# ---- block 1 ----
**Block 1: clock routing**

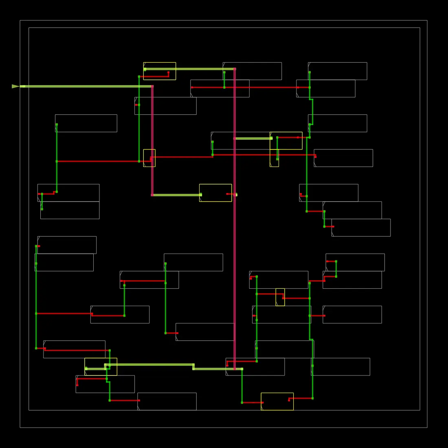
**Block 1: cell sizes after repair**

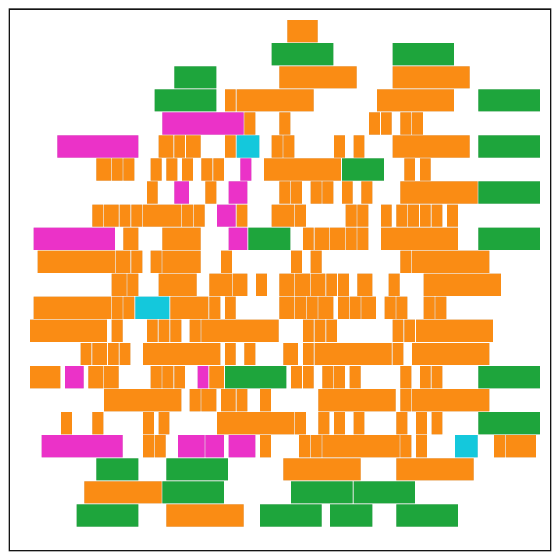
File: src/rtl/sar_conv_responder.sv
// Successive-approximation converter responding to a four-phase SOC/EOC handshake.
// Drives trial codes to an external DAC and builds the result from comparator samples.
module sar_conv_responder #(
    parameter int N      = 8,
    parameter int SETTLE = 1
) (
    input  logic         clock,
    input  logic         reset,
    input  logic         soc,
    output logic         eoc,
    output logic [N-1:0] x,
    output logic [N-1:0] dac,
    input  logic         cmp
);
    localparam int CW = (SETTLE > 0) ? $clog2(SETTLE + 1) : 1;
    localparam int IW = (N > 1) ? $clog2(N) : 1;
    localparam logic [N-1:0] MSB_BIT = N'(1) << (N - 1);

    typedef enum logic [1:0] {
        IDLE,
        ACK,
        CONV
    } state_t;

    state_t        state_reg;
    logic          eoc_reg;
    logic [N-1:0]  x_reg;
    logic [N-1:0]  dac_reg;
    logic [N-1:0]  result_reg;
    logic [IW-1:0] idx_reg;
    logic [CW-1:0] cnt_reg;

    // decided_next: result with the current bit replaced by cmp; trial_next adds the next trial bit
    logic [N-1:0]  decided_next;
    logic [N-1:0]  trial_next;

    generate
        for (genvar gi = 0; gi < N; gi++) begin : g_bit
            assign decided_next[gi] = (idx_reg == IW'(gi)) ? cmp : result_reg[gi];
            if (gi < N - 1) begin : g_low
                assign trial_next[gi] = decided_next[gi] | (idx_reg == IW'(gi + 1));
            end else begin : g_top
                assign trial_next[gi] = decided_next[gi];
            end
        end
    endgenerate

    always_ff @(posedge clock or posedge reset) begin
        if (reset) begin
            state_reg  <= IDLE;
            eoc_reg    <= 1'b1;
            x_reg      <= '0;
            dac_reg    <= '0;
            result_reg <= '0;
            idx_reg    <= IW'(N - 1);
            cnt_reg    <= '0;
        end else begin
            case (state_reg)
                IDLE: begin
                    if (soc) begin
                        eoc_reg   <= 1'b0;
                        state_reg <= ACK;
                    end
                end
                ACK: begin
                    if (!soc) begin
                        dac_reg    <= MSB_BIT;
                        result_reg <= '0;
                        idx_reg    <= IW'(N - 1);
                        cnt_reg    <= CW'(SETTLE);
                        state_reg  <= CONV;
                    end
                end
                CONV: begin
                    if (cnt_reg != '0) begin
                        cnt_reg <= cnt_reg - CW'(1);
                    end else begin
                        result_reg <= decided_next;
                        if (idx_reg != '0) begin
                            dac_reg <= trial_next;
                            idx_reg <= idx_reg - IW'(1);
                            cnt_reg <= CW'(SETTLE);
                        end else begin
                            // x and eoc move together so x is valid in the first eoc=1 cycle
                            x_reg     <= decided_next;
                            eoc_reg   <= 1'b1;
                            dac_reg   <= '0;
                            state_reg <= IDLE;
                        end
                    end
                end
                default: state_reg <= IDLE;
            endcase
        end
    end

    assign eoc = eoc_reg;
    assign x   = x_reg;
    assign dac = dac_reg;
endmodule

File: config.mk
export PLATFORM = sky130hd
export DESIGN_NAME = sar_conv_responder
export DESIGN_NICKNAME = d
export VERILOG_FILES = /design/src/rtl/sar_conv_responder.sv
export SDC_FILE = /design/constraint.sdc
export NUM_CORES = 1
export LEC_CHECK = 0
export ABC_AREA = 1
export CAP_MARGIN = 20
export CORE_UTILIZATION = 40
export CTS_CLUSTER_SIZE = 40
export DETAILED_ROUTE_END_ITERATION = 8
export GPL_ROUTABILITY_DRIVEN = 0
export PLACE_DENSITY = 0.7
export SLEW_MARGIN = 0
export SYNTH_ARGS = -nofsm -noshare
export SYNTH_HDL_FRONTEND = slang
export SYNTH_SLANG_ARGS = --single-unit
File: constraint.sdc
create_clock -name clock -period 2 [get_ports clock]
set_clock_uncertainty 0.2 [all_clocks]
set_input_delay 0.3 -clock clock [delete_from_list [all_inputs] [get_ports clock]]
set_output_delay 0.3 -clock clock [all_outputs]
set_load 0.1 [all_outputs]
==> out/metrics.yaml <==
clkTransAtPathRegs_ns: 0.06
end_kind: "register"
grt.met2_usage_pct: 27.39
via_per_inst: 4.581
first_pass_iters: 4
setup_violations: 0
grt_pass1_wl_um: 5416
ys_sh_adder_pct: 4.108
critPathTopFamily: "flip-flops"
clkCellAreaFrac_pct: 4.020
required_ns: 2.02
outcome: "finished, final reports clean"
drtAntennaViolNets: 0
r2r_setup_slack_ns: 0.21
worstRegToRegCells: 7
mi_logic_area_um2: 663.1
max-slew-margin-rel_pct: 68.02
synth_area_um2: 1523
final_util_pct: 55.26
seq_area_um2: 780.7
syn-num-nets: 205
cp_slowest_stage_delay_ns: 0.57
io_pins: 21
rsz0062_at_grt: "false"
comb-cell-share_pct: 32.78
fin_tns_setup_ns: 0
About 'clock routing' of block 1:
worst skew pair latency: 0.28 ns
layout clock buffer count: 7
num sequential: 31

About 'cell sizes after repair' of block 1:
| size | color | cells |
|---|---|---|
| drive 2 | magenta | 14 |
| drive 1 or less | orange | 183 |
| drive 3 to 4 | cyan | 3 |
| drive 6 and up | green | 22 |

==> synth_stat cells <==
cell,instances,area [um^2]
or2_2,1,6.260
nor2_4,1,11.26
inv_2,2,7.510
inv_1,12,45.04
buf_4,1,7.510
nand3b_1,1,7.510
o21ai_0,3,15.01
o21ai_2,2,17.52
nand2_2,3,18.77
o211ai_1,1,7.510
dfrtp_1,27,675.7
ha_1,5,62.56
nor2_1,7,26.28
buf_2,2,10.01
nor3_1,2,10.01
nand3_1,19,95.09
dfstp_2,4,105.1
nand2_1,102,382.9
buf_6,1,11.26

# ---- block 2 ----
**Block 2: gate-type map**

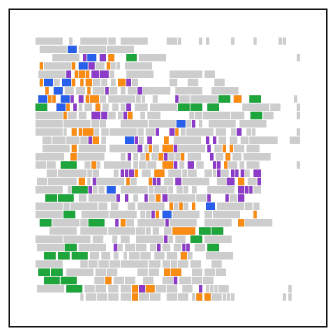
**Block 2: clock routing**

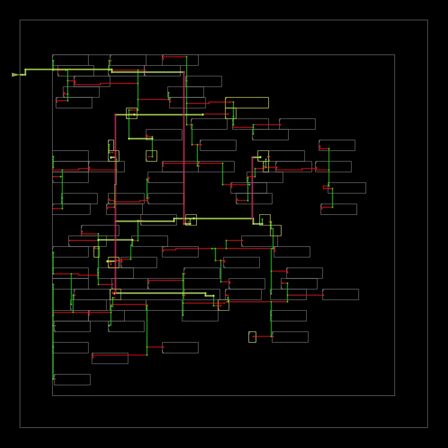
**config.mk**
```make
export PLATFORM = sky130hd
export DESIGN_NAME = uart_ctrl_flat
export DESIGN_NICKNAME = d
export VERILOG_FILES = /design/src/rtl/uart_ctrl_if.sv /design/src/rtl/uart_ctrl.sv /design/src/flat_wrapper.sv
export SDC_FILE = /design/constraint.sdc
export NUM_CORES = 1
export LEC_CHECK = 0
export CAP_MARGIN = 30
export CORE_MARGIN = 8
export CORE_UTILIZATION = 55
export CTS_BUF_LIST = sky130_fd_sc_hd__clkbuf_4
export CTS_CLUSTER_DIAMETER = 150
export DETAILED_ROUTE_END_ITERATION = 12
export PLACE_DENSITY = 0.94
export SYNTH_ARGS = -nofsm -noshare
export SYNTH_HDL_FRONTEND = slang
export SYNTH_SLANG_ARGS = --single-unit
```
**constraint.sdc**
```tcl
create_clock -name sysclk -period 4.6 [get_ports sysclk]
set_input_delay 0.92 -clock sysclk [delete_from_list [all_inputs] [get_ports sysclk]]
set_output_delay 0.92 -clock sysclk [all_outputs]
set_load 0.01 [all_outputs]
```
**src/rtl/uart_ctrl_if.sv**
```systemverilog
// Register bus between a host and the UART controller: read/write strobes,
// byte address, write data, combinational read data and decode hit.
interface uart_ctrl_if;
  logic        rd;
  logic        wr;
  logic [31:0] addr;
  logic [31:0] wdata;
  logic [31:0] rdata;
  logic        hit;

  modport master (
    output rd, wr, addr, wdata,
    input  rdata, hit
  );

  modport slave (
    input  rd, wr, addr, wdata,
    output rdata, hit
  );
endinterface

```
**src/rtl/uart_ctrl.sv**
```systemverilog
// Memory-mapped UART: 8N1 transmitter and receiver with independent FSMs,
// a control/status register, sticky status flags and a registered IRQ.
module uart_ctrl #(
  parameter int unsigned BAUD_DIV = 5208
) (
  input  logic       sysclk,
  input  logic       reset,
  uart_ctrl_if.slave bus,
  input  logic       rxd,
  output logic       txd,
  output logic       irq
);

  localparam logic [31:0] ADDR_TXD  = 32'h4000_0018;
  localparam logic [31:0] ADDR_RXD  = 32'h4000_001C;
  localparam logic [31:0] ADDR_CON  = 32'h4000_0020;
  localparam logic [15:0] BIT_LAST  = 16'(BAUD_DIV - 1);
  localparam logic [15:0] HALF_LAST = 16'(BAUD_DIV / 2 - 1);

  typedef enum logic [1:0] {TX_IDLE, TX_START, TX_DATA, TX_STOP} tx_state_t;
  typedef enum logic [1:0] {RX_IDLE, RX_START, RX_DATA, RX_STOP} rx_state_t;

  // ---------------- bus decode ----------------
  logic w_sel_txd, w_sel_rxd, w_sel_con;
  logic w_wr_txd, w_wr_con, w_rd_rxd, w_rd_con;

  assign w_sel_txd = (bus.addr == ADDR_TXD);
  assign w_sel_rxd = (bus.addr == ADDR_RXD);
  assign w_sel_con = (bus.addr == ADDR_CON);
  assign bus.hit   = w_sel_txd | w_sel_rxd | w_sel_con;

  assign w_wr_txd = bus.wr & w_sel_txd;
  assign w_wr_con = bus.wr & w_sel_con;
  assign w_rd_rxd = bus.rd & w_sel_rxd;
  assign w_rd_con = bus.rd & w_sel_con;

  // ---------------- state declarations ----------------
  logic       r_tx_ie, r_rx_ie;
  logic       r_tx_done, r_rx_valid, r_ovr, r_frm_err;
  logic [7:0] r_rx_byte;
  logic       r_irq;
  logic       w_tx_busy;

  tx_state_t   r_tx_state, w_tx_state_nx;
  logic [15:0] r_tx_cnt, w_tx_cnt_nx;
  logic [2:0]  r_tx_idx, w_tx_idx_nx;
  logic [7:0]  r_tx_data, w_tx_data_nx;
  logic        r_txd, w_txd_nx;
  logic        w_tx_done_set;

  logic        r_rxd_s1, r_rxd_s2, r_rxd_s3;
  rx_state_t   r_rx_state, w_rx_state_nx;
  logic [15:0] r_rx_cnt, w_rx_cnt_nx;
  logic [2:0]  r_rx_idx, w_rx_idx_nx;
  logic [7:0]  r_rx_shift, w_rx_shift_nx;
  logic        w_rx_ok, w_frm_set;

  assign w_tx_busy = (r_tx_state != TX_IDLE);

  // Read mux; returns zero unless a read strobe targets a readable register.
  always_comb begin
    bus.rdata = '0;
    if (bus.rd) begin
      if (w_sel_rxd)
        bus.rdata = {24'b0, r_rx_byte};
      else if (w_sel_con)
        bus.rdata = {25'b0, r_frm_err, r_ovr, w_tx_busy, r_rx_valid,
                     r_tx_done, r_rx_ie, r_tx_ie};
    end
  end

  // Interrupt enables, the only writable bits of the control register.
  always_ff @(posedge sysclk or posedge reset) begin
    if (reset) begin
      r_tx_ie <= 1'b0;
      r_rx_ie <= 1'b0;
    end else if (w_wr_con) begin
      r_tx_ie <= bus.wdata[0];
      r_rx_ie <= bus.wdata[1];
    end
  end

  // ---------------- transmitter ----------------
  // TX next-state: frame sequencing, bit timing and the next serial level.
  always_comb begin
    w_tx_state_nx = r_tx_state;
    w_tx_cnt_nx   = r_tx_cnt;
    w_tx_idx_nx   = r_tx_idx;
    w_tx_data_nx  = r_tx_data;
    w_tx_done_set = 1'b0;
    case (r_tx_state)
      TX_IDLE: begin
        if (w_wr_txd) begin
          w_tx_data_nx  = bus.wdata[7:0];
          w_tx_state_nx = TX_START;
          w_tx_cnt_nx   = '0;
          w_tx_idx_nx   = '0;
        end
      end
      TX_START: begin
        if (r_tx_cnt == BIT_LAST) begin
          w_tx_cnt_nx   = '0;
          w_tx_state_nx = TX_DATA;
        end else begin
          w_tx_cnt_nx = r_tx_cnt + 16'd1;
        end
      end
      TX_DATA: begin
        if (r_tx_cnt == BIT_LAST) begin
          w_tx_cnt_nx = '0;
          if (r_tx_idx == 3'd7)
            w_tx_state_nx = TX_STOP;
          else
            w_tx_idx_nx = r_tx_idx + 3'd1;
        end else begin
          w_tx_cnt_nx = r_tx_cnt + 16'd1;
        end
      end
      TX_STOP: begin
        if (r_tx_cnt == BIT_LAST) begin
          w_tx_cnt_nx   = '0;
          w_tx_state_nx = TX_IDLE;
          w_tx_done_set = 1'b1;
        end else begin
          w_tx_cnt_nx = r_tx_cnt + 16'd1;
        end
      end
      default: w_tx_state_nx = TX_IDLE;
    endcase

    // Line level is registered from the next state so txd changes in the
    // same cycle as the state and never glitches on state decode.
    case (w_tx_state_nx)
      TX_START: w_txd_nx = 1'b0;
      TX_DATA:  w_txd_nx = w_tx_data_nx[w_tx_idx_nx];
      default:  w_txd_nx = 1'b1;
    endcase
  end

  // TX state register; reset forces the line idle-high immediately.
  always_ff @(posedge sysclk or posedge reset) begin
    if (reset) begin
      r_tx_state <= TX_IDLE;
      r_tx_cnt   <= '0;
      r_tx_idx   <= '0;
      r_tx_data  <= '0;
      r_txd      <= 1'b1;
    end else begin
      r_tx_state <= w_tx_state_nx;
      r_tx_cnt   <= w_tx_cnt_nx;
      r_tx_idx   <= w_tx_idx_nx;
      r_tx_data  <= w_tx_data_nx;
      r_txd      <= w_txd_nx;
    end
  end

  assign txd = r_txd;

  // ---------------- receiver ----------------
  // Two-flop synchroniser plus one history flop for falling-edge detection.
  always_ff @(posedge sysclk or posedge reset) begin
    if (reset) begin
      r_rxd_s1 <= 1'b1;
      r_rxd_s2 <= 1'b1;
      r_rxd_s3 <= 1'b1;
    end else begin
      r_rxd_s1 <= rxd;
      r_rxd_s2 <= r_rxd_s1;
      r_rxd_s3 <= r_rxd_s2;
    end
  end

  // RX next-state: start validation at mid-bit, data sampling, stop check.
  always_comb begin
    w_rx_state_nx = r_rx_state;
    w_rx_cnt_nx   = r_rx_cnt;
    w_rx_idx_nx   = r_rx_idx;
    w_rx_shift_nx = r_rx_shift;
    w_rx_ok       = 1'b0;
    w_frm_set     = 1'b0;
    case (r_rx_state)
      RX_IDLE: begin
        if (r_rxd_s3 & ~r_rxd_s2) begin
          w_rx_state_nx = RX_START;
          w_rx_cnt_nx   = '0;
        end
      end
      RX_START: begin
        if (r_rx_cnt == HALF_LAST) begin
          w_rx_cnt_nx = '0;
          w_rx_idx_nx = '0;
          if (r_rxd_s2)
            w_rx_state_nx = RX_IDLE;
          else
            w_rx_state_nx = RX_DATA;
        end else begin
          w_rx_cnt_nx = r_rx_cnt + 16'd1;
        end
      end
      RX_DATA: begin
        if (r_rx_cnt == BIT_LAST) begin
          w_rx_cnt_nx   = '0;
          w_rx_shift_nx = {r_rxd_s2, r_rx_shift[7:1]};
          if (r_rx_idx == 3'd7)
            w_rx_state_nx = RX_STOP;
          else
            w_rx_idx_nx = r_rx_idx + 3'd1;
        end else begin
          w_rx_cnt_nx = r_rx_cnt + 16'd1;
        end
      end
      RX_STOP: begin
        if (r_rx_cnt == BIT_LAST) begin
          w_rx_cnt_nx   = '0;
          w_rx_state_nx = RX_IDLE;
          if (r_rxd_s2)
            w_rx_ok = 1'b1;
          else
            w_frm_set = 1'b1;
        end else begin
          w_rx_cnt_nx = r_rx_cnt + 16'd1;
        end
      end
      default: w_rx_state_nx = RX_IDLE;
    endcase
  end

  // RX state register.
  always_ff @(posedge sysclk or posedge reset) begin
    if (reset) begin
      r_rx_state <= RX_IDLE;
      r_rx_cnt   <= '0;
      r_rx_idx   <= '0;
      r_rx_shift <= '0;
    end else begin
      r_rx_state <= w_rx_state_nx;
      r_rx_cnt   <= w_rx_cnt_nx;
      r_rx_idx   <= w_rx_idx_nx;
      r_rx_shift <= w_rx_shift_nx;
    end
  end

  // ---------------- status flags and interrupt ----------------
  // Sticky flags: the set condition is tested first so it beats a clear.
  always_ff @(posedge sysclk or posedge reset) begin
    if (reset) begin
      r_rx_byte  <= '0;
      r_rx_valid <= 1'b0;
      r_ovr      <= 1'b0;
      r_frm_err  <= 1'b0;
      r_tx_done  <= 1'b0;
    end else begin
      if (w_rx_ok)
        r_rx_byte <= r_rx_shift;

      if (w_rx_ok)
        r_rx_valid <= 1'b1;
      else if (w_rd_rxd)
        r_rx_valid <= 1'b0;

      if (w_rx_ok & r_rx_valid)
        r_ovr <= 1'b1;
      else if (w_rd_con)
        r_ovr <= 1'b0;

      if (w_frm_set)
        r_frm_err <= 1'b1;
      else if (w_rd_con)
        r_frm_err <= 1'b0;

      if (w_tx_done_set)
        r_tx_done <= 1'b1;
      else if (w_rd_con)
        r_tx_done <= 1'b0;
    end
  end

  // Level interrupt, registered from the already-registered flags.
  always_ff @(posedge sysclk or posedge reset) begin
    if (reset)
      r_irq <= 1'b0;
    else
      r_irq <= (r_tx_done & r_tx_ie) | (r_rx_valid & r_rx_ie);
  end

  assign irq = r_irq;

endmodule
```
**src/flat_wrapper.sv**
```systemverilog
// flat-port wrapper written by rule: the top's interface ports become plain ports
module uart_ctrl_flat 
#(
  parameter int unsigned BAUD_DIV = 5208
)
  (sysclk, reset, rxd, txd, irq, bus_rd, bus_wr, bus_addr, bus_wdata, bus_rdata, bus_hit);
  uart_ctrl_if bus_i ();
  input  logic sysclk;
  input  logic reset;
  input  logic rxd;
  output logic txd;
  output logic irq;
  input wire logic [$bits(bus_i.rd)-1:0] bus_rd;
  input wire logic [$bits(bus_i.wr)-1:0] bus_wr;
  input wire logic [$bits(bus_i.addr)-1:0] bus_addr;
  input wire logic [$bits(bus_i.wdata)-1:0] bus_wdata;
  output wire logic [$bits(bus_i.rdata)-1:0] bus_rdata;
  output wire logic [$bits(bus_i.hit)-1:0] bus_hit;
  assign bus_i.rd = bus_rd;
  assign bus_i.wr = bus_wr;
  assign bus_i.addr = bus_addr;
  assign bus_i.wdata = bus_wdata;
  assign bus_rdata = bus_i.rdata;
  assign bus_hit = bus_i.hit;
  uart_ctrl #(.BAUD_DIV(BAUD_DIV)) u_core (.sysclk(sysclk), .reset(reset), .bus(bus_i), .rxd(rxd), .txd(txd), .irq(irq));
endmodule
```
==> out/metrics.yaml <==
ys_sh_mux_pct: 8.062
seq_area_um2: 1932
warnings: 50
p_per_area_nw_per_um2: 268.3
cts_root_buffer: "clkbuf_4"
seq_cells: 77
ir_worst_vdd_v: 0.0001855
grt_usage_pct: 18.12
topCellsByArea: "dfrtp_1, mux2_2, buf_4, o21ai_0, nand2_1"
post-route-drc-count: 0
first_pass_iters: 5
internal_power_mw: 0.9634
logic_family: "simple AND/OR/NAND/NOR gates"
io_pins: 104
rows: 32
required_ns: 3.68
p_clk_mw: 0.398
cts_hold_buf: 0
cts_tree: "built"
synth_area_um2: 4268
rsz0062_at_grt: "false"
cts.htree.levels: 3
yosysWarnings: 0
dr.max_layer_used: "met4"
fin_skew_ns: 0.01321
ff_type: "dfrtp_1"
outcome: "finished, final reports clean"
Notes on 'gate-type map' of block 2 above:
| family | color | cells |
|---|---|---|
| NOR gates | orange | 66 |
| XOR/XNOR gates | blue | 14 |
| NAND gates | purple | 72 |
| multiplexers | green | 28 |
Non-Filler Instances: 591
dominant logic cell type in the layout: dfrtp_1
fraction of area in multi-input gates: 43.34%

Notes on 'clock routing' of block 2 above:
layout clock buffer count: 10
clock tree sinks: 77
worst skew pair latency: 0.43 ns

[worst reg2reg max path: cells and delay by family (launching register included)]
kind / cells / cell delay (ns)
DFF: 1 / 0.48
AOI/OAI and AO/OA: 1 / 0.34
and+or+nand+nor: 5 / 1.60
[metrics by stage]
step                      cell area (um^2)  std cells  total power, mW  utilization, %  setup WS (ns)
after global routing                  4940        591            1.382           64.93        0.08028
final                                 4940        591            1.325           64.93         0.1956
after detailed placement              4810        575           0.9369           63.22         0.1127
after floorplan                       4354        450           0.8840               -          1.214
after global placement                4810        575           0.9236           63.22         0.1452
after CTS                             4938        591            1.324           64.92         0.1053

# ---- block 3 ----
--- config.mk ---
export PLATFORM = sky130hd
export DESIGN_NAME = checkers_board_state
export DESIGN_NICKNAME = d
export VERILOG_FILES = /design/src/rtl/checkers_pkg.sv /design/src/rtl/checkers_move_rules.sv /design/src/rtl/checkers_board_state.sv
export SDC_FILE = /design/constraint.sdc
export NUM_CORES = 1
export LEC_CHECK = 0
export CAP_MARGIN = 20
export CORE_MARGIN = 8
export CORE_UTILIZATION = 50
export DETAILED_ROUTE_END_ITERATION = 12
export PLACE_DENSITY = 0.73
export SYNTH_ARGS = -nofsm -noshare
export SYNTH_HDL_FRONTEND = slang
export SYNTH_SLANG_ARGS = --single-unit
--- constraint.sdc ---
create_clock -name clk -period 8.2 [get_ports clk]
set_clock_uncertainty 0.15 [all_clocks]
set_input_delay 1.23 -clock clk [delete_from_list [all_inputs] [get_ports clk]]
set_output_delay 1.23 -clock clk [all_outputs]
set_load 0.01 [all_outputs]
--- src/rtl/checkers_pkg.sv ---
// Shared definitions for the checkers board slice: square and error codes,
// move FSM encoding, the opening layout and square-addressing helpers.
package checkers_pkg;

    localparam logic [2:0] SQ_LIGHT   = 3'b000;
    localparam logic [2:0] SQ_P1_MAN  = 3'b001;
    localparam logic [2:0] SQ_P2_MAN  = 3'b010;
    localparam logic [2:0] SQ_P1_KING = 3'b101;
    localparam logic [2:0] SQ_P2_KING = 3'b110;
    localparam logic [2:0] SQ_EMPTY   = 3'b111;

    localparam logic [2:0] ERR_OK   = 3'd0;
    localparam logic [2:0] ERR_SRC  = 3'd1;
    localparam logic [2:0] ERR_DST  = 3'd2;
    localparam logic [2:0] ERR_GEOM = 3'd3;
    localparam logic [2:0] ERR_CAP  = 3'd4;

    typedef enum logic [2:0] {
        ST_IDLE  = 3'd0,
        ST_READ  = 3'd1,
        ST_CHECK = 3'd2,
        ST_WRITE = 3'd3,
        ST_DONE  = 3'd4
    } state_t;

    function automatic logic [7:0] sq_base(input logic [5:0] idx);
        return {2'b00, idx} * 8'd3;
    endfunction

    function automatic logic [2:0] sq_get(input logic [191:0] b, input logic [5:0] idx);
        return b[sq_base(idx) +: 3];
    endfunction

    function automatic logic is_p1_piece(input logic [2:0] code);
        return (code == SQ_P1_MAN) || (code == SQ_P1_KING);
    endfunction

    function automatic logic is_p2_piece(input logic [2:0] code);
        return (code == SQ_P2_MAN) || (code == SQ_P2_KING);
    endfunction

    // Dark squares have odd row+col, i.e. row[0] differs from col[0]
    function automatic logic [191:0] init_board_f();
        logic [191:0] b;
        logic [5:0]   idx;
        logic [2:0]   code;
        b = '0;
        for (int i = 0; i < 64; i++) begin
            idx = i[5:0];
            if ((idx[3] ^ idx[0]) == 1'b0) begin
                code = SQ_LIGHT;
            end else if (idx[5:3] < 3'd3) begin
                code = SQ_P1_MAN;
            end else if (idx[5:3] > 3'd4) begin
                code = SQ_P2_MAN;
            end else begin
                code = SQ_EMPTY;
            end
            b[sq_base(idx) +: 3] = code;
        end
        return b;
    endfunction

    localparam logic [191:0] INIT_BOARD = init_board_f();

endpackage

--- src/rtl/checkers_move_rules.sv ---
// Combinational move legality: ownership, destination, geometry and capture
// checks in priority order, plus jump detection and king promotion.
module checkers_move_rules
    import checkers_pkg::*;
(
    input  logic [2:0] from_code,
    input  logic [2:0] to_code,
    input  logic [2:0] mid_code,
    input  logic [5:0] from_sq,
    input  logic [5:0] to_sq,
    input  logic       turn,
    output logic [2:0] err,
    output logic       jump,
    output logic [2:0] dest_code
);

    logic [3:0] dr_s;
    logic [3:0] dc_s;
    logic [3:0] adr_s;
    logic [3:0] adc_s;
    logic       own_s;
    logic       opp_mid_s;
    logic       fwd_s;
    logic       dir_ok_s;
    logic       step_s;
    logic       hop_s;

    // 4-bit two's-complement row/column deltas, so wrap-around never looks diagonal
    assign dr_s = {1'b0, to_sq[5:3]} - {1'b0, from_sq[5:3]};
    assign dc_s = {1'b0, to_sq[2:0]} - {1'b0, from_sq[2:0]};

    // Geometry and ownership classification of the request
    always_comb begin
        adr_s     = dr_s[3] ? (4'd0 - dr_s) : dr_s;
        adc_s     = dc_s[3] ? (4'd0 - dc_s) : dc_s;
        own_s     = turn ? is_p2_piece(from_code) : is_p1_piece(from_code);
        opp_mid_s = turn ? is_p1_piece(mid_code) : is_p2_piece(mid_code);
        fwd_s     = turn ? dr_s[3] : (!dr_s[3] && (dr_s != 4'd0));
        dir_ok_s  = from_code[2] | fwd_s;
        step_s    = (adr_s == 4'd1) && (adc_s == 4'd1);
        hop_s     = (adr_s == 4'd2) && (adc_s == 4'd2);
    end

    // First failing check wins; promotion applies only to men reaching the far row
    always_comb begin
        if (!own_s) begin
            err = ERR_SRC;
        end else if (to_code != SQ_EMPTY) begin
            err = ERR_DST;
        end else if (!(step_s || hop_s) || !dir_ok_s) begin
            err = ERR_GEOM;
        end else if (hop_s && !opp_mid_s) begin
            err = ERR_CAP;
        end else begin
            err = ERR_OK;
        end
        jump = hop_s;
        if ((from_code == SQ_P1_MAN) && (to_sq[5:3] == 3'd7)) begin
            dest_code = SQ_P1_KING;
        end else if ((from_code == SQ_P2_MAN) && (to_sq[5:3] == 3'd0)) begin
            dest_code = SQ_P2_KING;
        end else begin
            dest_code = from_code;
        end
    end

endmodule

--- src/rtl/checkers_board_state.sv ---
// Board and turn owner: accepts one from/to move at a time, validates it in a
// fixed five-state sequence and publishes the packed board to the drawer.
module checkers_board_state
    import checkers_pkg::*;
(
    input  logic         clk,
    input  logic         rst,
    input  logic         new_game,
    input  logic         move_valid,
    output logic         move_ready,
    input  logic [5:0]   move_from,
    input  logic [5:0]   move_to,
    output logic         move_done,
    output logic         move_ok,
    output logic [2:0]   move_err,
    output logic         turn,
    output logic [191:0] board,
    output logic         board_update
);

    state_t       state_r;
    logic [5:0]   from_r;
    logic [5:0]   to_r;
    logic [5:0]   mid_r;
    logic [2:0]   from_code_r;
    logic [2:0]   to_code_r;
    logic [2:0]   mid_code_r;
    logic [2:0]   err_r;
    logic         jump_r;
    logic [2:0]   dest_code_r;
    logic [191:0] board_r;
    logic         turn_r;
    logic         ready_r;
    logic         done_r;
    logic         ok_r;
    logic [2:0]   err_out_r;
    logic         upd_r;
    logic [5:0]   mid_sq_s;
    logic [2:0]   rule_err_s;
    logic         rule_jump_s;
    logic [2:0]   rule_dest_s;

    // Index average lands on the jumped square whenever the move is a two-step diagonal
    assign mid_sq_s = 6'(({1'b0, move_from} + {1'b0, move_to}) >> 7'd1);

    checkers_move_rules u_rules (
        .from_code (from_code_r),
        .to_code   (to_code_r),
        .mid_code  (mid_code_r),
        .from_sq   (from_r),
        .to_sq     (to_r),
        .turn      (turn_r),
        .err       (rule_err_s),
        .jump      (rule_jump_s),
        .dest_code (rule_dest_s)
    );

    // Move FSM with board, turn and all handshake outputs held in registers
    always_ff @(posedge clk or negedge rst) begin
        if (!rst) begin
            state_r     <= ST_IDLE;
            from_r      <= 6'd0;
            to_r        <= 6'd0;
            mid_r       <= 6'd0;
            from_code_r <= SQ_LIGHT;
            to_code_r   <= SQ_LIGHT;
            mid_code_r  <= SQ_LIGHT;
            err_r       <= ERR_OK;
            jump_r      <= 1'b0;
            dest_code_r <= SQ_LIGHT;
            board_r     <= INIT_BOARD;
            turn_r      <= 1'b0;
            ready_r     <= 1'b1;
            done_r      <= 1'b0;
            ok_r        <= 1'b0;
            err_out_r   <= ERR_OK;
            upd_r       <= 1'b0;
        end else if (new_game) begin
            state_r <= ST_IDLE;
            board_r <= INIT_BOARD;
            turn_r  <= 1'b0;
            ready_r <= 1'b1;
            done_r  <= 1'b0;
            upd_r   <= 1'b1;
        end else begin
            done_r <= 1'b0;
            upd_r  <= 1'b0;
            case (state_r)
                ST_IDLE: begin
                    if (move_valid) begin
                        from_r  <= move_from;
                        to_r    <= move_to;
                        mid_r   <= mid_sq_s;
                        ready_r <= 1'b0;
                        state_r <= ST_READ;
                    end
                end
                ST_READ: begin
                    from_code_r <= sq_get(board_r, from_r);
                    to_code_r   <= sq_get(board_r, to_r);
                    mid_code_r  <= sq_get(board_r, mid_r);
                    state_r     <= ST_CHECK;
                end
                ST_CHECK: begin
                    err_r       <= rule_err_s;
                    jump_r      <= rule_jump_s;
                    dest_code_r <= rule_dest_s;
                    state_r     <= ST_WRITE;
                end
                ST_WRITE: begin
                    if (err_r == ERR_OK) begin
                        board_r[sq_base(from_r) +: 3] <= SQ_EMPTY;
                        if (jump_r) begin
                            board_r[sq_base(mid_r) +: 3] <= SQ_EMPTY;
                        end
                        board_r[sq_base(to_r) +: 3] <= dest_code_r;
                        turn_r <= ~turn_r;
                        upd_r  <= 1'b1;
                    end
                    ok_r      <= (err_r == ERR_OK);
                    err_out_r <= err_r;
                    done_r    <= 1'b1;
                    state_r   <= ST_DONE;
                end
                ST_DONE: begin
                    ready_r <= 1'b1;
                    state_r <= ST_IDLE;
                end
                default: begin
                    ready_r <= 1'b1;
                    state_r <= ST_IDLE;
                end
            endcase
        end
    end

    assign move_ready   = ready_r;
    assign move_done    = done_r;
    assign move_ok      = ok_r;
    assign move_err     = err_out_r;
    assign turn         = turn_r;
    assign board        = board_r;
    assign board_update = upd_r;

endmodule

**Block 3: placement by cell class**

The bar under the picture is 50 um long. Fill, decap, tap and diode cells in gray.
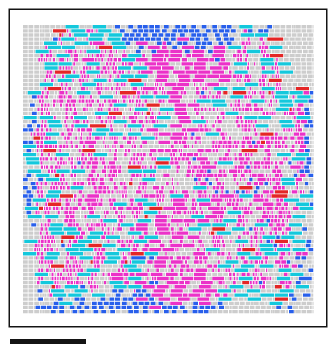
| class | color | cells |
|---|---|---|
| clock drivers and dummy loads | red | 52 |
| other buffers and delay cells | blue | 252 |
| flip-flops | cyan | 236 |
| all other logic | magenta | 1606 |
row cnt: 70
Final Cell Area: 21890 um^2
core area: 36520 um^2
flop share of the area: 27.31%

==> out/metrics.yaml <==
ctsResizeCount: 0
wl_um: 91000
grt_pass1_wl_um: 131100
met3_length_um: 14540
use_met1_pct: 48.60
ff_type: "dfrtp_1"
critPathTopFamily: "AND-OR/OR-AND gates"
outcome: "finished, final reports clean"
final_cells: 2615
cp-startpoint: "from_r[1]$_DFFE_PN0P_"
synth_top_cell_by_area: "dfrtp_1"
drive_gt1_share_pct: 16.40
mi_logic_area_um2: 11600
cts_hold_buf: 0
dpl_cell_area_um2: 20810
reg2reg_from: "from_r[1]$_DFFE_PN0P_"
max-slew-margin-rel_pct: 10.65
cts.htree.levels: 1
worstHoldStart: "board[99]$_DFFE_PN1P_"
tapcell.inserted: 468
layout_top_cells: "o21ai_0, clkdlybuf4s50_1, dfrtp_1"
top_area_cell_class: "combinational gates"
inverters: 61
chip_area_um2: 43360
logic_family: "AND-OR/OR-AND gates"
fp.dieH_um: 208.2
**Block 3: gate-type map**

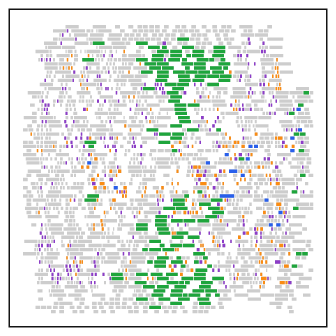
| family | color | cells |
|---|---|---|
| multiplexers | green | 169 |
| NAND gates | purple | 274 |
| NOR gates | orange | 201 |
| XOR/XNOR gates | blue | 18 |

==> state kept, by name (all words and copies together), names as in the netlist <==
| name | flops |
|---|---|
| board | 192 |
| board_update | 1 |
| dest_code_r | 3 |
| err_r | 3 |
| from_code_r | 3 |
| from_r | 6 |
| jump_r | 1 |
| mid_code_r | 2 |
| mid_r | 6 |
| move_done | 1 |
| move_err | 3 |
| move_ok | 1 |
| move_ready | 1 |
| state_r | 3 |
| to_code_r | 3 |
| to_r | 6 |
| turn | 1 |

# ---- block 4 ----
==> config.mk <==
export PLATFORM = sky130hd
export DESIGN_NAME = bsg_chip_noc_link_reset_sequencer
export DESIGN_NICKNAME = d
export VERILOG_FILES = /design/src/rtl/bsg_chip_pkg.sv /design/src/rtl/bsg_counter_set_down.sv /design/src/rtl/bsg_chip_noc_link_reset_sequencer.sv
export SDC_FILE = /design/constraint.sdc
export NUM_CORES = 1
export LEC_CHECK = 0
export ABC_AREA = 0
export CAP_MARGIN = 20
export CORE_ASPECT_RATIO = 1.1
export CORE_UTILIZATION = 43
export CTS_CLUSTER_SIZE = 28
export DETAILED_ROUTE_END_ITERATION = 7
export PLACE_DENSITY = 0.64
export SLEW_MARGIN = 20
export SYNTH_ARGS = -nofsm -noshare
export SYNTH_HDL_FRONTEND = slang
export SYNTH_SLANG_ARGS = --single-unit
==> constraint.sdc <==
create_clock -name clk_i -period 4.56 [get_ports clk_i]
set_clock_uncertainty 0.15 [all_clocks]
set_input_delay 0.912 -clock clk_i [delete_from_list [all_inputs] [get_ports clk_i]]
set_output_delay 0.912 -clock clk_i [all_outputs]
set_load 0.005 [all_outputs]
==> src/rtl/bsg_chip_pkg.sv <==
// ----------------------------------------------------------------------------
// bsg_chip_pkg
//
// Purpose: shared constants and types for the NoC link reset sequencer.
//   - state width and the state enumeration
//   - default hold length for each sequencing state
//   - the registered output bundle and a decode helper mapping a state onto
//     the reset levels it drives
//
// Ports: none (package).
// ----------------------------------------------------------------------------
package bsg_chip_pkg;

    localparam int noc_link_reset_state_width_gp = 3;
    localparam int noc_link_reset_hold_cycles_gp = 16;

    typedef enum logic [noc_link_reset_state_width_gp-1:0] {
        e_lrs_idle    = 3'd0,
        e_lrs_tok_hi  = 3'd1,
        e_lrs_tok_lo  = 3'd2,
        e_lrs_up      = 3'd3,
        e_lrs_down    = 3'd4,
        e_lrs_dstream = 3'd5,
        e_lrs_done    = 3'd6
    } noc_link_reset_state_e;

    typedef struct packed {
        logic token_reset;
        logic uplink_reset;
        logic downlink_reset;
        logic downstream_reset;
        logic noc_reset;
        logic busy;
        logic done;
    } noc_link_reset_outs_s;

    // Levels seen in IDLE and while reset_i is held.
    localparam noc_link_reset_outs_s noc_link_reset_outs_idle_gp = '{
        token_reset:      1'b0,
        uplink_reset:     1'b1,
        downlink_reset:   1'b1,
        downstream_reset: 1'b1,
        noc_reset:        1'b1,
        busy:             1'b0,
        done:             1'b0
    };

    // Map a state onto its output levels; the unused encoding maps to IDLE.
    function automatic noc_link_reset_outs_s noc_link_reset_decode(
        input logic [noc_link_reset_state_width_gp-1:0] state
    );
        noc_link_reset_outs_s o;
        o = noc_link_reset_outs_idle_gp;
        case (state)
            e_lrs_tok_hi: begin
                o.token_reset = 1'b1;
                o.busy        = 1'b1;
            end
            e_lrs_tok_lo: begin
                o.busy = 1'b1;
            end
            e_lrs_up: begin
                o.uplink_reset = 1'b0;
                o.busy         = 1'b1;
            end
            e_lrs_down: begin
                o.uplink_reset   = 1'b0;
                o.downlink_reset = 1'b0;
                o.busy           = 1'b1;
            end
            e_lrs_dstream: begin
                o.uplink_reset     = 1'b0;
                o.downlink_reset   = 1'b0;
                o.downstream_reset = 1'b0;
                o.busy             = 1'b1;
            end
            e_lrs_done: begin
                o.uplink_reset     = 1'b0;
                o.downlink_reset   = 1'b0;
                o.downstream_reset = 1'b0;
                o.noc_reset        = 1'b0;
                o.done             = 1'b1;
            end
            default: begin
            end
        endcase
        return o;
    endfunction

endpackage

==> src/rtl/bsg_counter_set_down.sv <==
// ----------------------------------------------------------------------------
// bsg_counter_set_down
//
// Purpose: loadable down-counter. A load takes priority over a decrement;
// the counter does not wrap on its own because the owner only requests a
// decrement while the count is non-zero.
//
// Ports:
//   clk_i      - clock
//   reset_i    - asynchronous active-high reset, clears the count
//   set_i      - load val_i
//   val_i      - load value
//   down_i     - decrement by one
//   count_r_o  - registered count
// ----------------------------------------------------------------------------
module bsg_counter_set_down #(
    parameter int width_p = 4
) (
    input  logic               clk_i,
    input  logic               reset_i,
    input  logic               set_i,
    input  logic [width_p-1:0] val_i,
    input  logic               down_i,
    output logic [width_p-1:0] count_r_o
);

    localparam logic [width_p-1:0] one_lp = width_p'(1);

    logic [width_p-1:0] r_count;

    always_ff @(posedge clk_i or posedge reset_i) begin
        if (reset_i) begin
            r_count <= '0;
        end else if (set_i) begin
            r_count <= val_i;
        end else if (down_i) begin
            r_count <= r_count - one_lp;
        end
    end

    assign count_r_o = r_count;

endmodule

==> src/rtl/bsg_chip_noc_link_reset_sequencer.sv <==
// ----------------------------------------------------------------------------
// bsg_chip_noc_link_reset_sequencer
//
// Purpose: brings a NoC link out of reset in a fixed order. After a start
// the async token reset is pulsed, then uplink, downlink, downstream and
// finally the tunnel/arbiter/adapter (noc) resets are released, each step
// held for hold_cycles_p clocks. restart_i returns to IDLE from anywhere.
//
// Build option: BSG_NOC_LINK_RESET_SEQ_AUTO_START_EN
//   defined   - one implicit start is issued on the first full clock cycle
//               after reset_i deasserts; later runs still need start_i.
//   undefined - the sequence only begins on start_i.
//
// Ports:
//   clk_i               - NoC core clock
//   reset_i             - asynchronous active-high reset
//   start_i             - begin bring-up (sampled only in IDLE)
//   restart_i           - abort / finish, back to IDLE (beats start_i)
//   token_reset_o       - SDR/DDR async token reset
//   uplink_reset_o      - core uplink reset
//   downlink_reset_o    - async downlink reset
//   downstream_reset_o  - core downstream reset
//   noc_reset_o         - tunnel, arbiter and adapter reset
//   busy_o              - sequencing in progress (not IDLE, not DONE)
//   done_o              - sequence complete
//   state_o             - current state encoding (debug)
// ----------------------------------------------------------------------------
module bsg_chip_noc_link_reset_sequencer
    import bsg_chip_pkg::*;
#(
    parameter int hold_cycles_p = noc_link_reset_hold_cycles_gp
) (
    input  logic                                     clk_i,
    input  logic                                     reset_i,
    input  logic                                     start_i,
    input  logic                                     restart_i,
    output logic                                     token_reset_o,
    output logic                                     uplink_reset_o,
    output logic                                     downlink_reset_o,
    output logic                                     downstream_reset_o,
    output logic                                     noc_reset_o,
    output logic                                     busy_o,
    output logic                                     done_o,
    output logic [noc_link_reset_state_width_gp-1:0] state_o
);

    localparam int sw_lp = noc_link_reset_state_width_gp;

    localparam logic [sw_lp-1:0] S_IDLE    = e_lrs_idle;
    localparam logic [sw_lp-1:0] S_TOK_HI  = e_lrs_tok_hi;
    localparam logic [sw_lp-1:0] S_TOK_LO  = e_lrs_tok_lo;
    localparam logic [sw_lp-1:0] S_UP      = e_lrs_up;
    localparam logic [sw_lp-1:0] S_DOWN    = e_lrs_down;
    localparam logic [sw_lp-1:0] S_DSTREAM = e_lrs_dstream;
    localparam logic [sw_lp-1:0] S_DONE    = e_lrs_done;

    localparam int                  cnt_w_lp     = $clog2(hold_cycles_p + 1);
    // Loading H-1 and leaving when the count reads zero gives H cycles.
    localparam logic [cnt_w_lp-1:0] hold_load_lp = cnt_w_lp'(hold_cycles_p - 1);

    logic [sw_lp-1:0]     r_state;
    logic [sw_lp-1:0]     w_next_state;
    logic [cnt_w_lp-1:0]  w_count;
    logic [cnt_w_lp-1:0]  w_cnt_val;
    logic                 w_cnt_set;
    logic                 w_cnt_down;
    logic                 w_count_zero;
    logic                 w_hold_state;
    logic                 w_next_hold;
    logic                 w_start;
    noc_link_reset_outs_s r_outs;

`ifdef BSG_NOC_LINK_RESET_SEQ_AUTO_START_EN
    // r_auto_arm is set by reset; the first edge after release moves it into
    // r_auto_start, which acts as start_i for exactly one cycle.
    logic r_auto_arm;
    logic r_auto_start;

    always_ff @(posedge clk_i or posedge reset_i) begin
        if (reset_i) begin
            r_auto_arm   <= 1'b1;
            r_auto_start <= 1'b0;
        end else begin
            r_auto_arm   <= 1'b0;
            r_auto_start <= r_auto_arm;
        end
    end

    assign w_start = start_i | r_auto_start;
`else
    assign w_start = start_i;
`endif

    assign w_count_zero = (w_count == '0);
    assign w_hold_state = (r_state >= S_TOK_HI) && (r_state <= S_DSTREAM);
    assign w_next_hold  = (w_next_state >= S_TOK_HI) && (w_next_state <= S_DSTREAM);

    always_comb begin
        w_next_state = r_state;
        if (restart_i) begin
            w_next_state = S_IDLE;
        end else begin
            case (r_state)
                S_IDLE:    if (w_start)      w_next_state = S_TOK_HI;
                S_TOK_HI:  if (w_count_zero) w_next_state = S_TOK_LO;
                S_TOK_LO:  if (w_count_zero) w_next_state = S_UP;
                S_UP:      if (w_count_zero) w_next_state = S_DOWN;
                S_DOWN:    if (w_count_zero) w_next_state = S_DSTREAM;
                S_DSTREAM: if (w_count_zero) w_next_state = S_DONE;
                S_DONE:    w_next_state = S_DONE;
                default:   w_next_state = S_IDLE;
            endcase
        end
    end

    // Any state change reloads the counter: hold length on entry to a timed
    // state, zero on entry to IDLE/DONE so the count is clean there.
    assign w_cnt_set  = (w_next_state != r_state);
    assign w_cnt_val  = w_next_hold ? hold_load_lp : '0;
    assign w_cnt_down = w_hold_state && !w_count_zero && !w_cnt_set;

    bsg_counter_set_down #(
        .width_p (cnt_w_lp)
    ) u_hold_cnt (
        .clk_i     (clk_i),
        .reset_i   (reset_i),
        .set_i     (w_cnt_set),
        .val_i     (w_cnt_val),
        .down_i    (w_cnt_down),
        .count_r_o (w_count)
    );

    // Outputs are registered from the next-state decode so they move on the
    // same edge as the state register.
    always_ff @(posedge clk_i or posedge reset_i) begin
        if (reset_i) begin
            r_state <= S_IDLE;
            r_outs  <= noc_link_reset_outs_idle_gp;
        end else begin
            r_state <= w_next_state;
            r_outs  <= noc_link_reset_decode(w_next_state);
        end
    end

    assign token_reset_o      = r_outs.token_reset;
    assign uplink_reset_o     = r_outs.uplink_reset;
    assign downlink_reset_o   = r_outs.downlink_reset;
    assign downstream_reset_o = r_outs.downstream_reset;
    assign noc_reset_o        = r_outs.noc_reset;
    assign busy_o             = r_outs.busy;
    assign done_o             = r_outs.done;
    assign state_o            = r_state;

endmodule

**Block 4: placement by cell class**

The bar under the picture is 10 um long. Fill, decap, tap and diode cells in gray.
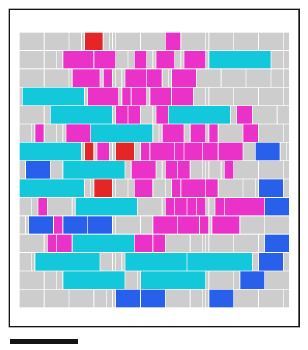
| class | color | cells |
|---|---|---|
| all other logic | magenta | 57 |
| clock drivers and dummy loads | red | 4 |
| flip-flops | cyan | 15 |
| other buffers and delay cells | blue | 13 |

==> out/metrics.yaml <==
use_met1_pct: 22.94
clockBufferDepth: 2
grt_pass1_vias: 544
place_ws_ns: 1.843
max-slew-margin-rel_pct: 54.13
tapcell.inserted: 17
wl_per_cell_um: 13.88
ff_type: "dfrtp_1"
cts.htree.levels: 1
outcome: "finished, final reports clean"
whs_path_depth: 2
p_per_area_nw_per_um2: 316.6
setup_violations: 0
mi_logic_area_um2: 355.3
fp.dieW_um: 42.73
internal_power_mw: 0.2136
clkPwrFrac_pct: 24.7
synth_top_cell_by_area: "dfrtp_1"
r2r-end: "done_o$_DFF_PP0_"
postCtsSetupBuffers: 0
comb_cells: 49
ys_cells: 75
post-route-drc-count: 0
vias: 602
met1_length_um: 702
fp.dieH_um: 46.80
final_cells: 106
p_clk_mw: 0.0739
chip_area_um2: 2000
globalplace.congestion: 0.7850
cts_root_buffer: "clkbuf_4"
cp-startpoint: "state_o[2]$_DFF_PP0_"
grt_overflow: 0
synth_area_um2: 784.5
clkTransAtPathRegs_ns: 0.09
xor_share_pct: 4.466
slew_violations: 0
path_cells: "clkdlybuf4s50_1"
cts_buffers: 3
**Block 4: cell sizes after repair**

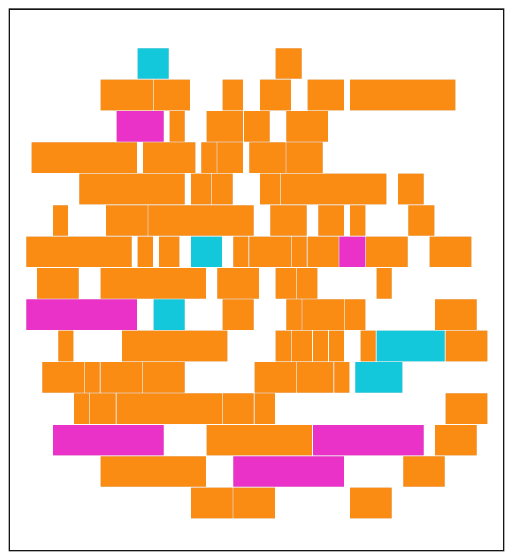
| size | color | cells |
|---|---|---|
| drive 1 or less | orange | 78 |
| drive 2 | magenta | 6 |
| drive 3 to 4 | cyan | 5 |

cell usage in the layout, fill, tap and decap left out, types with 2 or more instances in the layout:
cell type,count
dfstp_2,4
and2_1,2
nand2_1,5
nand4_1,3
xor2_1,2
mux2i_1,2
ha_1,2
clkbuf_4,3
nor3b_1,2
xnor2_1,2
clkdlybuf4s50_1,13
nor2_1,3
inv_1,8
o21ai_0,2
dfrtp_1,11
a21oi_1,6
worst register-to-register path: stages, from the launching register on:
cell     delay [ns]
dfrtp_1        0.39
inv_1          0.11
ha_1           0.17
or4b_1         0.62
or3_4          0.44
a21oi_4        0.18
and2_1         0.15

# ---- block 5 ----
==> src/rtl/intersection_pkg.sv <==
// intersection_pkg
// Shared types and default timing constants for the intersection request front end.
// - turn_state_t : states of the turn-lane request FSM
// - DEFAULT_*    : default cycle counts for debounce, arrival qualification and abandon
// - max3         : helper used to size the shared counter width
package intersection_pkg;

  typedef enum logic [1:0] {
    IDLE     = 2'd0,
    ARRIVING = 2'd1,
    WAITING  = 2'd2,
    SERVED   = 2'd3
  } turn_state_t;

  localparam int DEFAULT_DEBOUNCE_CYCLES = 4;
  localparam int DEFAULT_ARRIVAL_CYCLES  = 8;
  localparam int DEFAULT_ABANDON_CYCLES  = 64;

  function automatic int max3(input int a, input int b, input int c);
    int m;
    m = (a > b) ? a : b;
    return (m > c) ? m : c;
  endfunction

endpackage

==> src/rtl/input_debouncer.sv <==
// input_debouncer
// Two-flop synchroniser followed by a counting debouncer for one asynchronous input.
// Ports:
//   clock  in   system clock
//   reset  in   synchronous, active-low reset
//   raw    in   asynchronous field input
//   level  out  debounced, registered level
// The debounced level only follows the synchronised input once it has differed from
// the current level for DEBOUNCE_CYCLES consecutive cycles.
module input_debouncer #(
  parameter int DEBOUNCE_CYCLES = 4,
  parameter int CNT_W           = 3
) (
  input  logic clock,
  input  logic reset,
  input  logic raw,
  output logic level
);

  logic             sync_meta;
  logic             sync_q;
  logic [CNT_W-1:0] stable_cnt;

  // Synchronise the raw input, then count consecutive cycles in which it disagrees
  // with the debounced level. Any agreement restarts the count, so short glitches
  // are absorbed. The counter saturates rather than wrapping.
  always_ff @(posedge clock) begin
    if (!reset) begin
      sync_meta  <= 1'b0;
      sync_q     <= 1'b0;
      stable_cnt <= '0;
      level      <= 1'b0;
    end else begin
      sync_meta <= raw;
      sync_q    <= sync_meta;
      if (sync_q == level) begin
        stable_cnt <= '0;
      end else if (stable_cnt == CNT_W'(DEBOUNCE_CYCLES)) begin
        level      <= sync_q;
        stable_cnt <= '0;
      end else if (stable_cnt != '1) begin
        stable_cnt <= stable_cnt + 1'b1;
      end
    end
  end

endmodule

==> src/rtl/intersection_request_frontend.sv <==
// intersection_request_frontend
// Conditions raw field inputs into latched requests for the intersection controller
// and holds each request until the controller grants the matching green.
// Ports:
//   clock              in   system clock
//   reset              in   synchronous, active-low reset
//   ped_button_raw     in   asynchronous pedestrian push button
//   turn_presence_raw  in   asynchronous turn-lane loop sensor
//   pedestrian_green   in   controller acknowledge, pedestrian phase active
//   turn_green         in   controller acknowledge, turn phase active
//   pedestrian_button  out  latched pedestrian request (also drives wait lamp)
//   turn_sensor        out  qualified, latched turn request
module intersection_request_frontend
  import intersection_pkg::*;
#(
  parameter int DEBOUNCE_CYCLES = DEFAULT_DEBOUNCE_CYCLES,
  parameter int ARRIVAL_CYCLES  = DEFAULT_ARRIVAL_CYCLES,
  parameter int ABANDON_CYCLES  = DEFAULT_ABANDON_CYCLES
) (
  input  logic clock,
  input  logic reset,
  input  logic ped_button_raw,
  input  logic turn_presence_raw,
  input  logic pedestrian_green,
  input  logic turn_green,
  output logic pedestrian_button,
  output logic turn_sensor
);

  localparam int CNT_W = $clog2(max3(DEBOUNCE_CYCLES, ARRIVAL_CYCLES, ABANDON_CYCLES) + 1);

  logic             ped_level;
  logic             ped_level_q;
  logic             presence;
  turn_state_t      turn_state;
  turn_state_t      turn_state_next;
  logic [CNT_W-1:0] turn_cnt;
  logic [CNT_W-1:0] turn_cnt_next;

  input_debouncer #(
    .DEBOUNCE_CYCLES (DEBOUNCE_CYCLES),
    .CNT_W           (CNT_W)
  ) u_ped_debouncer (
    .clock (clock),
    .reset (reset),
    .raw   (ped_button_raw),
    .level (ped_level)
  );

  input_debouncer #(
    .DEBOUNCE_CYCLES (DEBOUNCE_CYCLES),
    .CNT_W           (CNT_W)
  ) u_turn_debouncer (
    .clock (clock),
    .reset (reset),
    .raw   (turn_presence_raw),
    .level (presence)
  );

  // Pedestrian latch: a debounced press sets it, the pedestrian green clears it.
  // Clear has priority so a press made during the green is dropped, not queued.
  always_ff @(posedge clock) begin
    if (!reset) begin
      ped_level_q       <= 1'b0;
      pedestrian_button <= 1'b0;
    end else begin
      ped_level_q <= ped_level;
      if (pedestrian_green) begin
        pedestrian_button <= 1'b0;
      end else if (ped_level && !ped_level_q) begin
        pedestrian_button <= 1'b1;
      end
    end
  end

  // Turn FSM state, shared counter and registered request output. The output is
  // decoded from the next state so it changes on the same edge as the state.
  always_ff @(posedge clock) begin
    if (!reset) begin
      turn_state  <= IDLE;
      turn_cnt    <= '0;
      turn_sensor <= 1'b0;
    end else begin
      turn_state  <= turn_state_next;
      turn_cnt    <= turn_cnt_next;
      turn_sensor <= (turn_state_next == WAITING);
    end
  end

  // Next-state logic. The counter is zeroed on every transition; in ARRIVING it
  // counts qualified presence cycles, in WAITING it counts consecutive absence.
  always_comb begin
    turn_state_next = turn_state;
    turn_cnt_next   = '0;
    case (turn_state)
      IDLE: begin
        if (presence) turn_state_next = ARRIVING;
      end
      ARRIVING: begin
        if (!presence) begin
          turn_state_next = IDLE;
        end else if (turn_cnt == CNT_W'(ARRIVAL_CYCLES - 1)) begin
          turn_state_next = WAITING;
        end else begin
          turn_cnt_next = (turn_cnt == '1) ? turn_cnt : turn_cnt + 1'b1;
        end
      end
      WAITING: begin
        if (turn_green) begin
          turn_state_next = SERVED;
        end else if (presence) begin
          turn_cnt_next = '0;
        end else if (turn_cnt == CNT_W'(ABANDON_CYCLES - 1)) begin
          turn_state_next = IDLE;
        end else begin
          turn_cnt_next = (turn_cnt == '1) ? turn_cnt : turn_cnt + 1'b1;
        end
      end
      SERVED: begin
        if (!turn_green) turn_state_next = IDLE;
      end
      default: begin
        turn_state_next = IDLE;
      end
    endcase
  end

endmodule

==> config.mk <==
export PLATFORM = sky130hd
export DESIGN_NAME = intersection_request_frontend
export DESIGN_NICKNAME = d
export VERILOG_FILES = /design/src/rtl/intersection_pkg.sv /design/src/rtl/input_debouncer.sv /design/src/rtl/intersection_request_frontend.sv
export SDC_FILE = /design/constraint.sdc
export NUM_CORES = 1
export LEC_CHECK = 0
export ABC_AREA = 1
export CAP_MARGIN = 20
export CORE_UTILIZATION = 59
export DETAILED_ROUTE_END_ITERATION = 7
export GPL_TIMING_DRIVEN = 0
export HOLD_SLACK_MARGIN = 0.12
export PLACE_DENSITY = 0.81
export SETUP_SLACK_MARGIN = 0.3
export SLEW_MARGIN = 0
export SYNTH_ARGS = -nofsm -noshare
export SYNTH_HDL_FRONTEND = slang
export SYNTH_SLANG_ARGS = --single-unit
==> constraint.sdc <==
create_clock -name clock -period 3.2 [get_ports clock]
set_input_delay 0.48 -clock clock [delete_from_list [all_inputs] [get_ports clock]]
set_output_delay 0.48 -clock clock [all_outputs]
set_load 0.01 [all_outputs]
==> out/metrics.yaml <==
synth_top_cell_by_area: "dfxtp_1"
topCellsByArea: "dfxtp_1, ha_1, nand2_1, inv_1, nor2_1"
fin_tns_setup_ns: 0
ys_chip_area_um2: 1567
edf_count: 0
max-slew-margin-rel_pct: 79.69
top_power_group: "registers"
syn_area_per_cell_um2: 7.952
ys_sh_adder_pct: 7.188
p_clk_mw: 0.192
chip_area_um2: 2865
cts_hold_buf: 0
warnings: 31
cts.htree.levels: 2
seq_area_um2: 640.6
yosysWarnings: 0
grt.met2_usage_pct: 37.71
met3_length_um: 91
cp_num_buf_inv: 1
comb_cell_power_mw: 0.0354
final_cells: 239
clkTransAtPathRegs_ns: 0.09
outcome: "finished, final reports clean"
drv_cap: 0
end_kind: "primary output"
p_comb_share_pct: 5.6
p_switching_mw: 0.1418
wl_met2_um: 1266
cp_max_fo: 2
cts_tree: "built"
grt_overflow: 0
-- sequential cells by signal, indices dropped and copies added, names as in the netlist --
register                     count
turn_state                       2
u_ped_debouncer.stable_cnt       7
turn_sensor                      1
pedestrian_button                1
u_turn_debouncer.sync_meta       1
u_ped_debouncer.level            1
u_ped_debouncer.sync_q           1
u_turn_debouncer.level           1
u_ped_debouncer.sync_meta        1
ped_level_q                      1
turn_cnt                         7
u_turn_debouncer.sync_q          1
u_turn_debouncer.stable_cnt      7
**Block 5: clock routing**

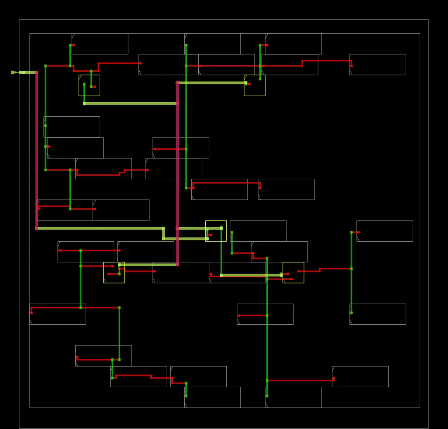
num sequential: 32
worst skew pair latency: 0.32 ns
Inserted Clock Buffers: 5
layout clock buffer count: 5

**Block 5: M2 wires**

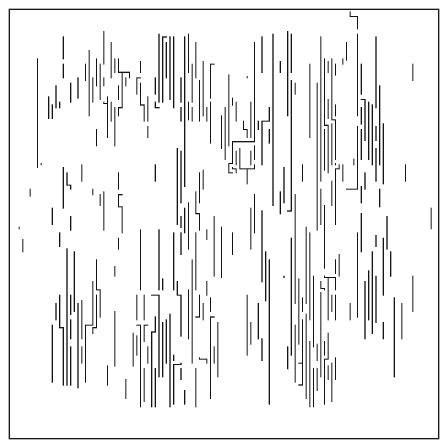
share of all routed wire: 47%
wire length on this layer: 1270 um

**Block 5: placement by cell class**

The bar under the picture is 20 um long. Fill, decap, tap and diode cells in gray.
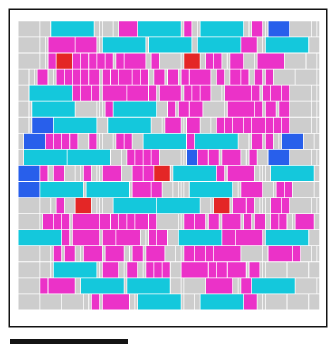
| class | color | cells |
|---|---|---|
| all other logic | magenta | 164 |
| other buffers and delay cells | blue | 8 |
| cells driving clock nets | red | 5 |
| flip-flops | cyan | 32 |



==> layout pictures side by side <==
M2 wires.
panel A
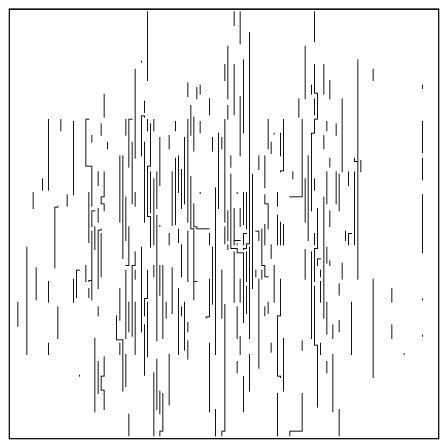
panel B
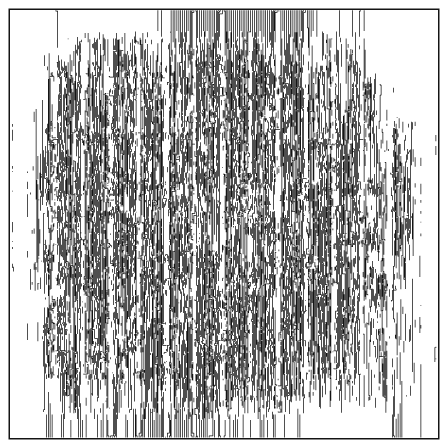
panel C
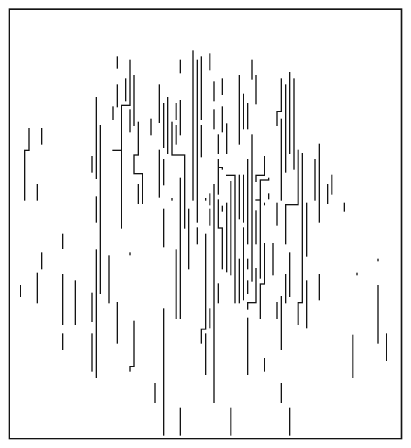
panel D
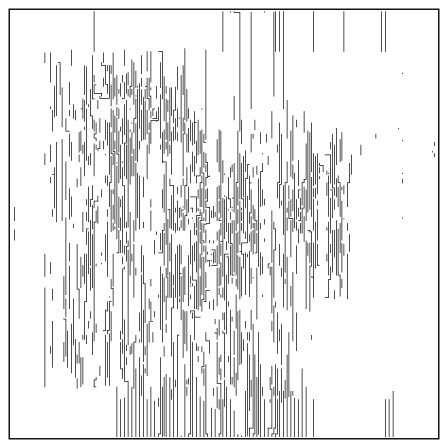
panel C: block 4
panel A: block 1
panel D: block 2
panel B: block 3

Key to panel B:
share of all routed wire: 42%
main direction: vertical

Power is estimated from default activity; no workload was simulated.
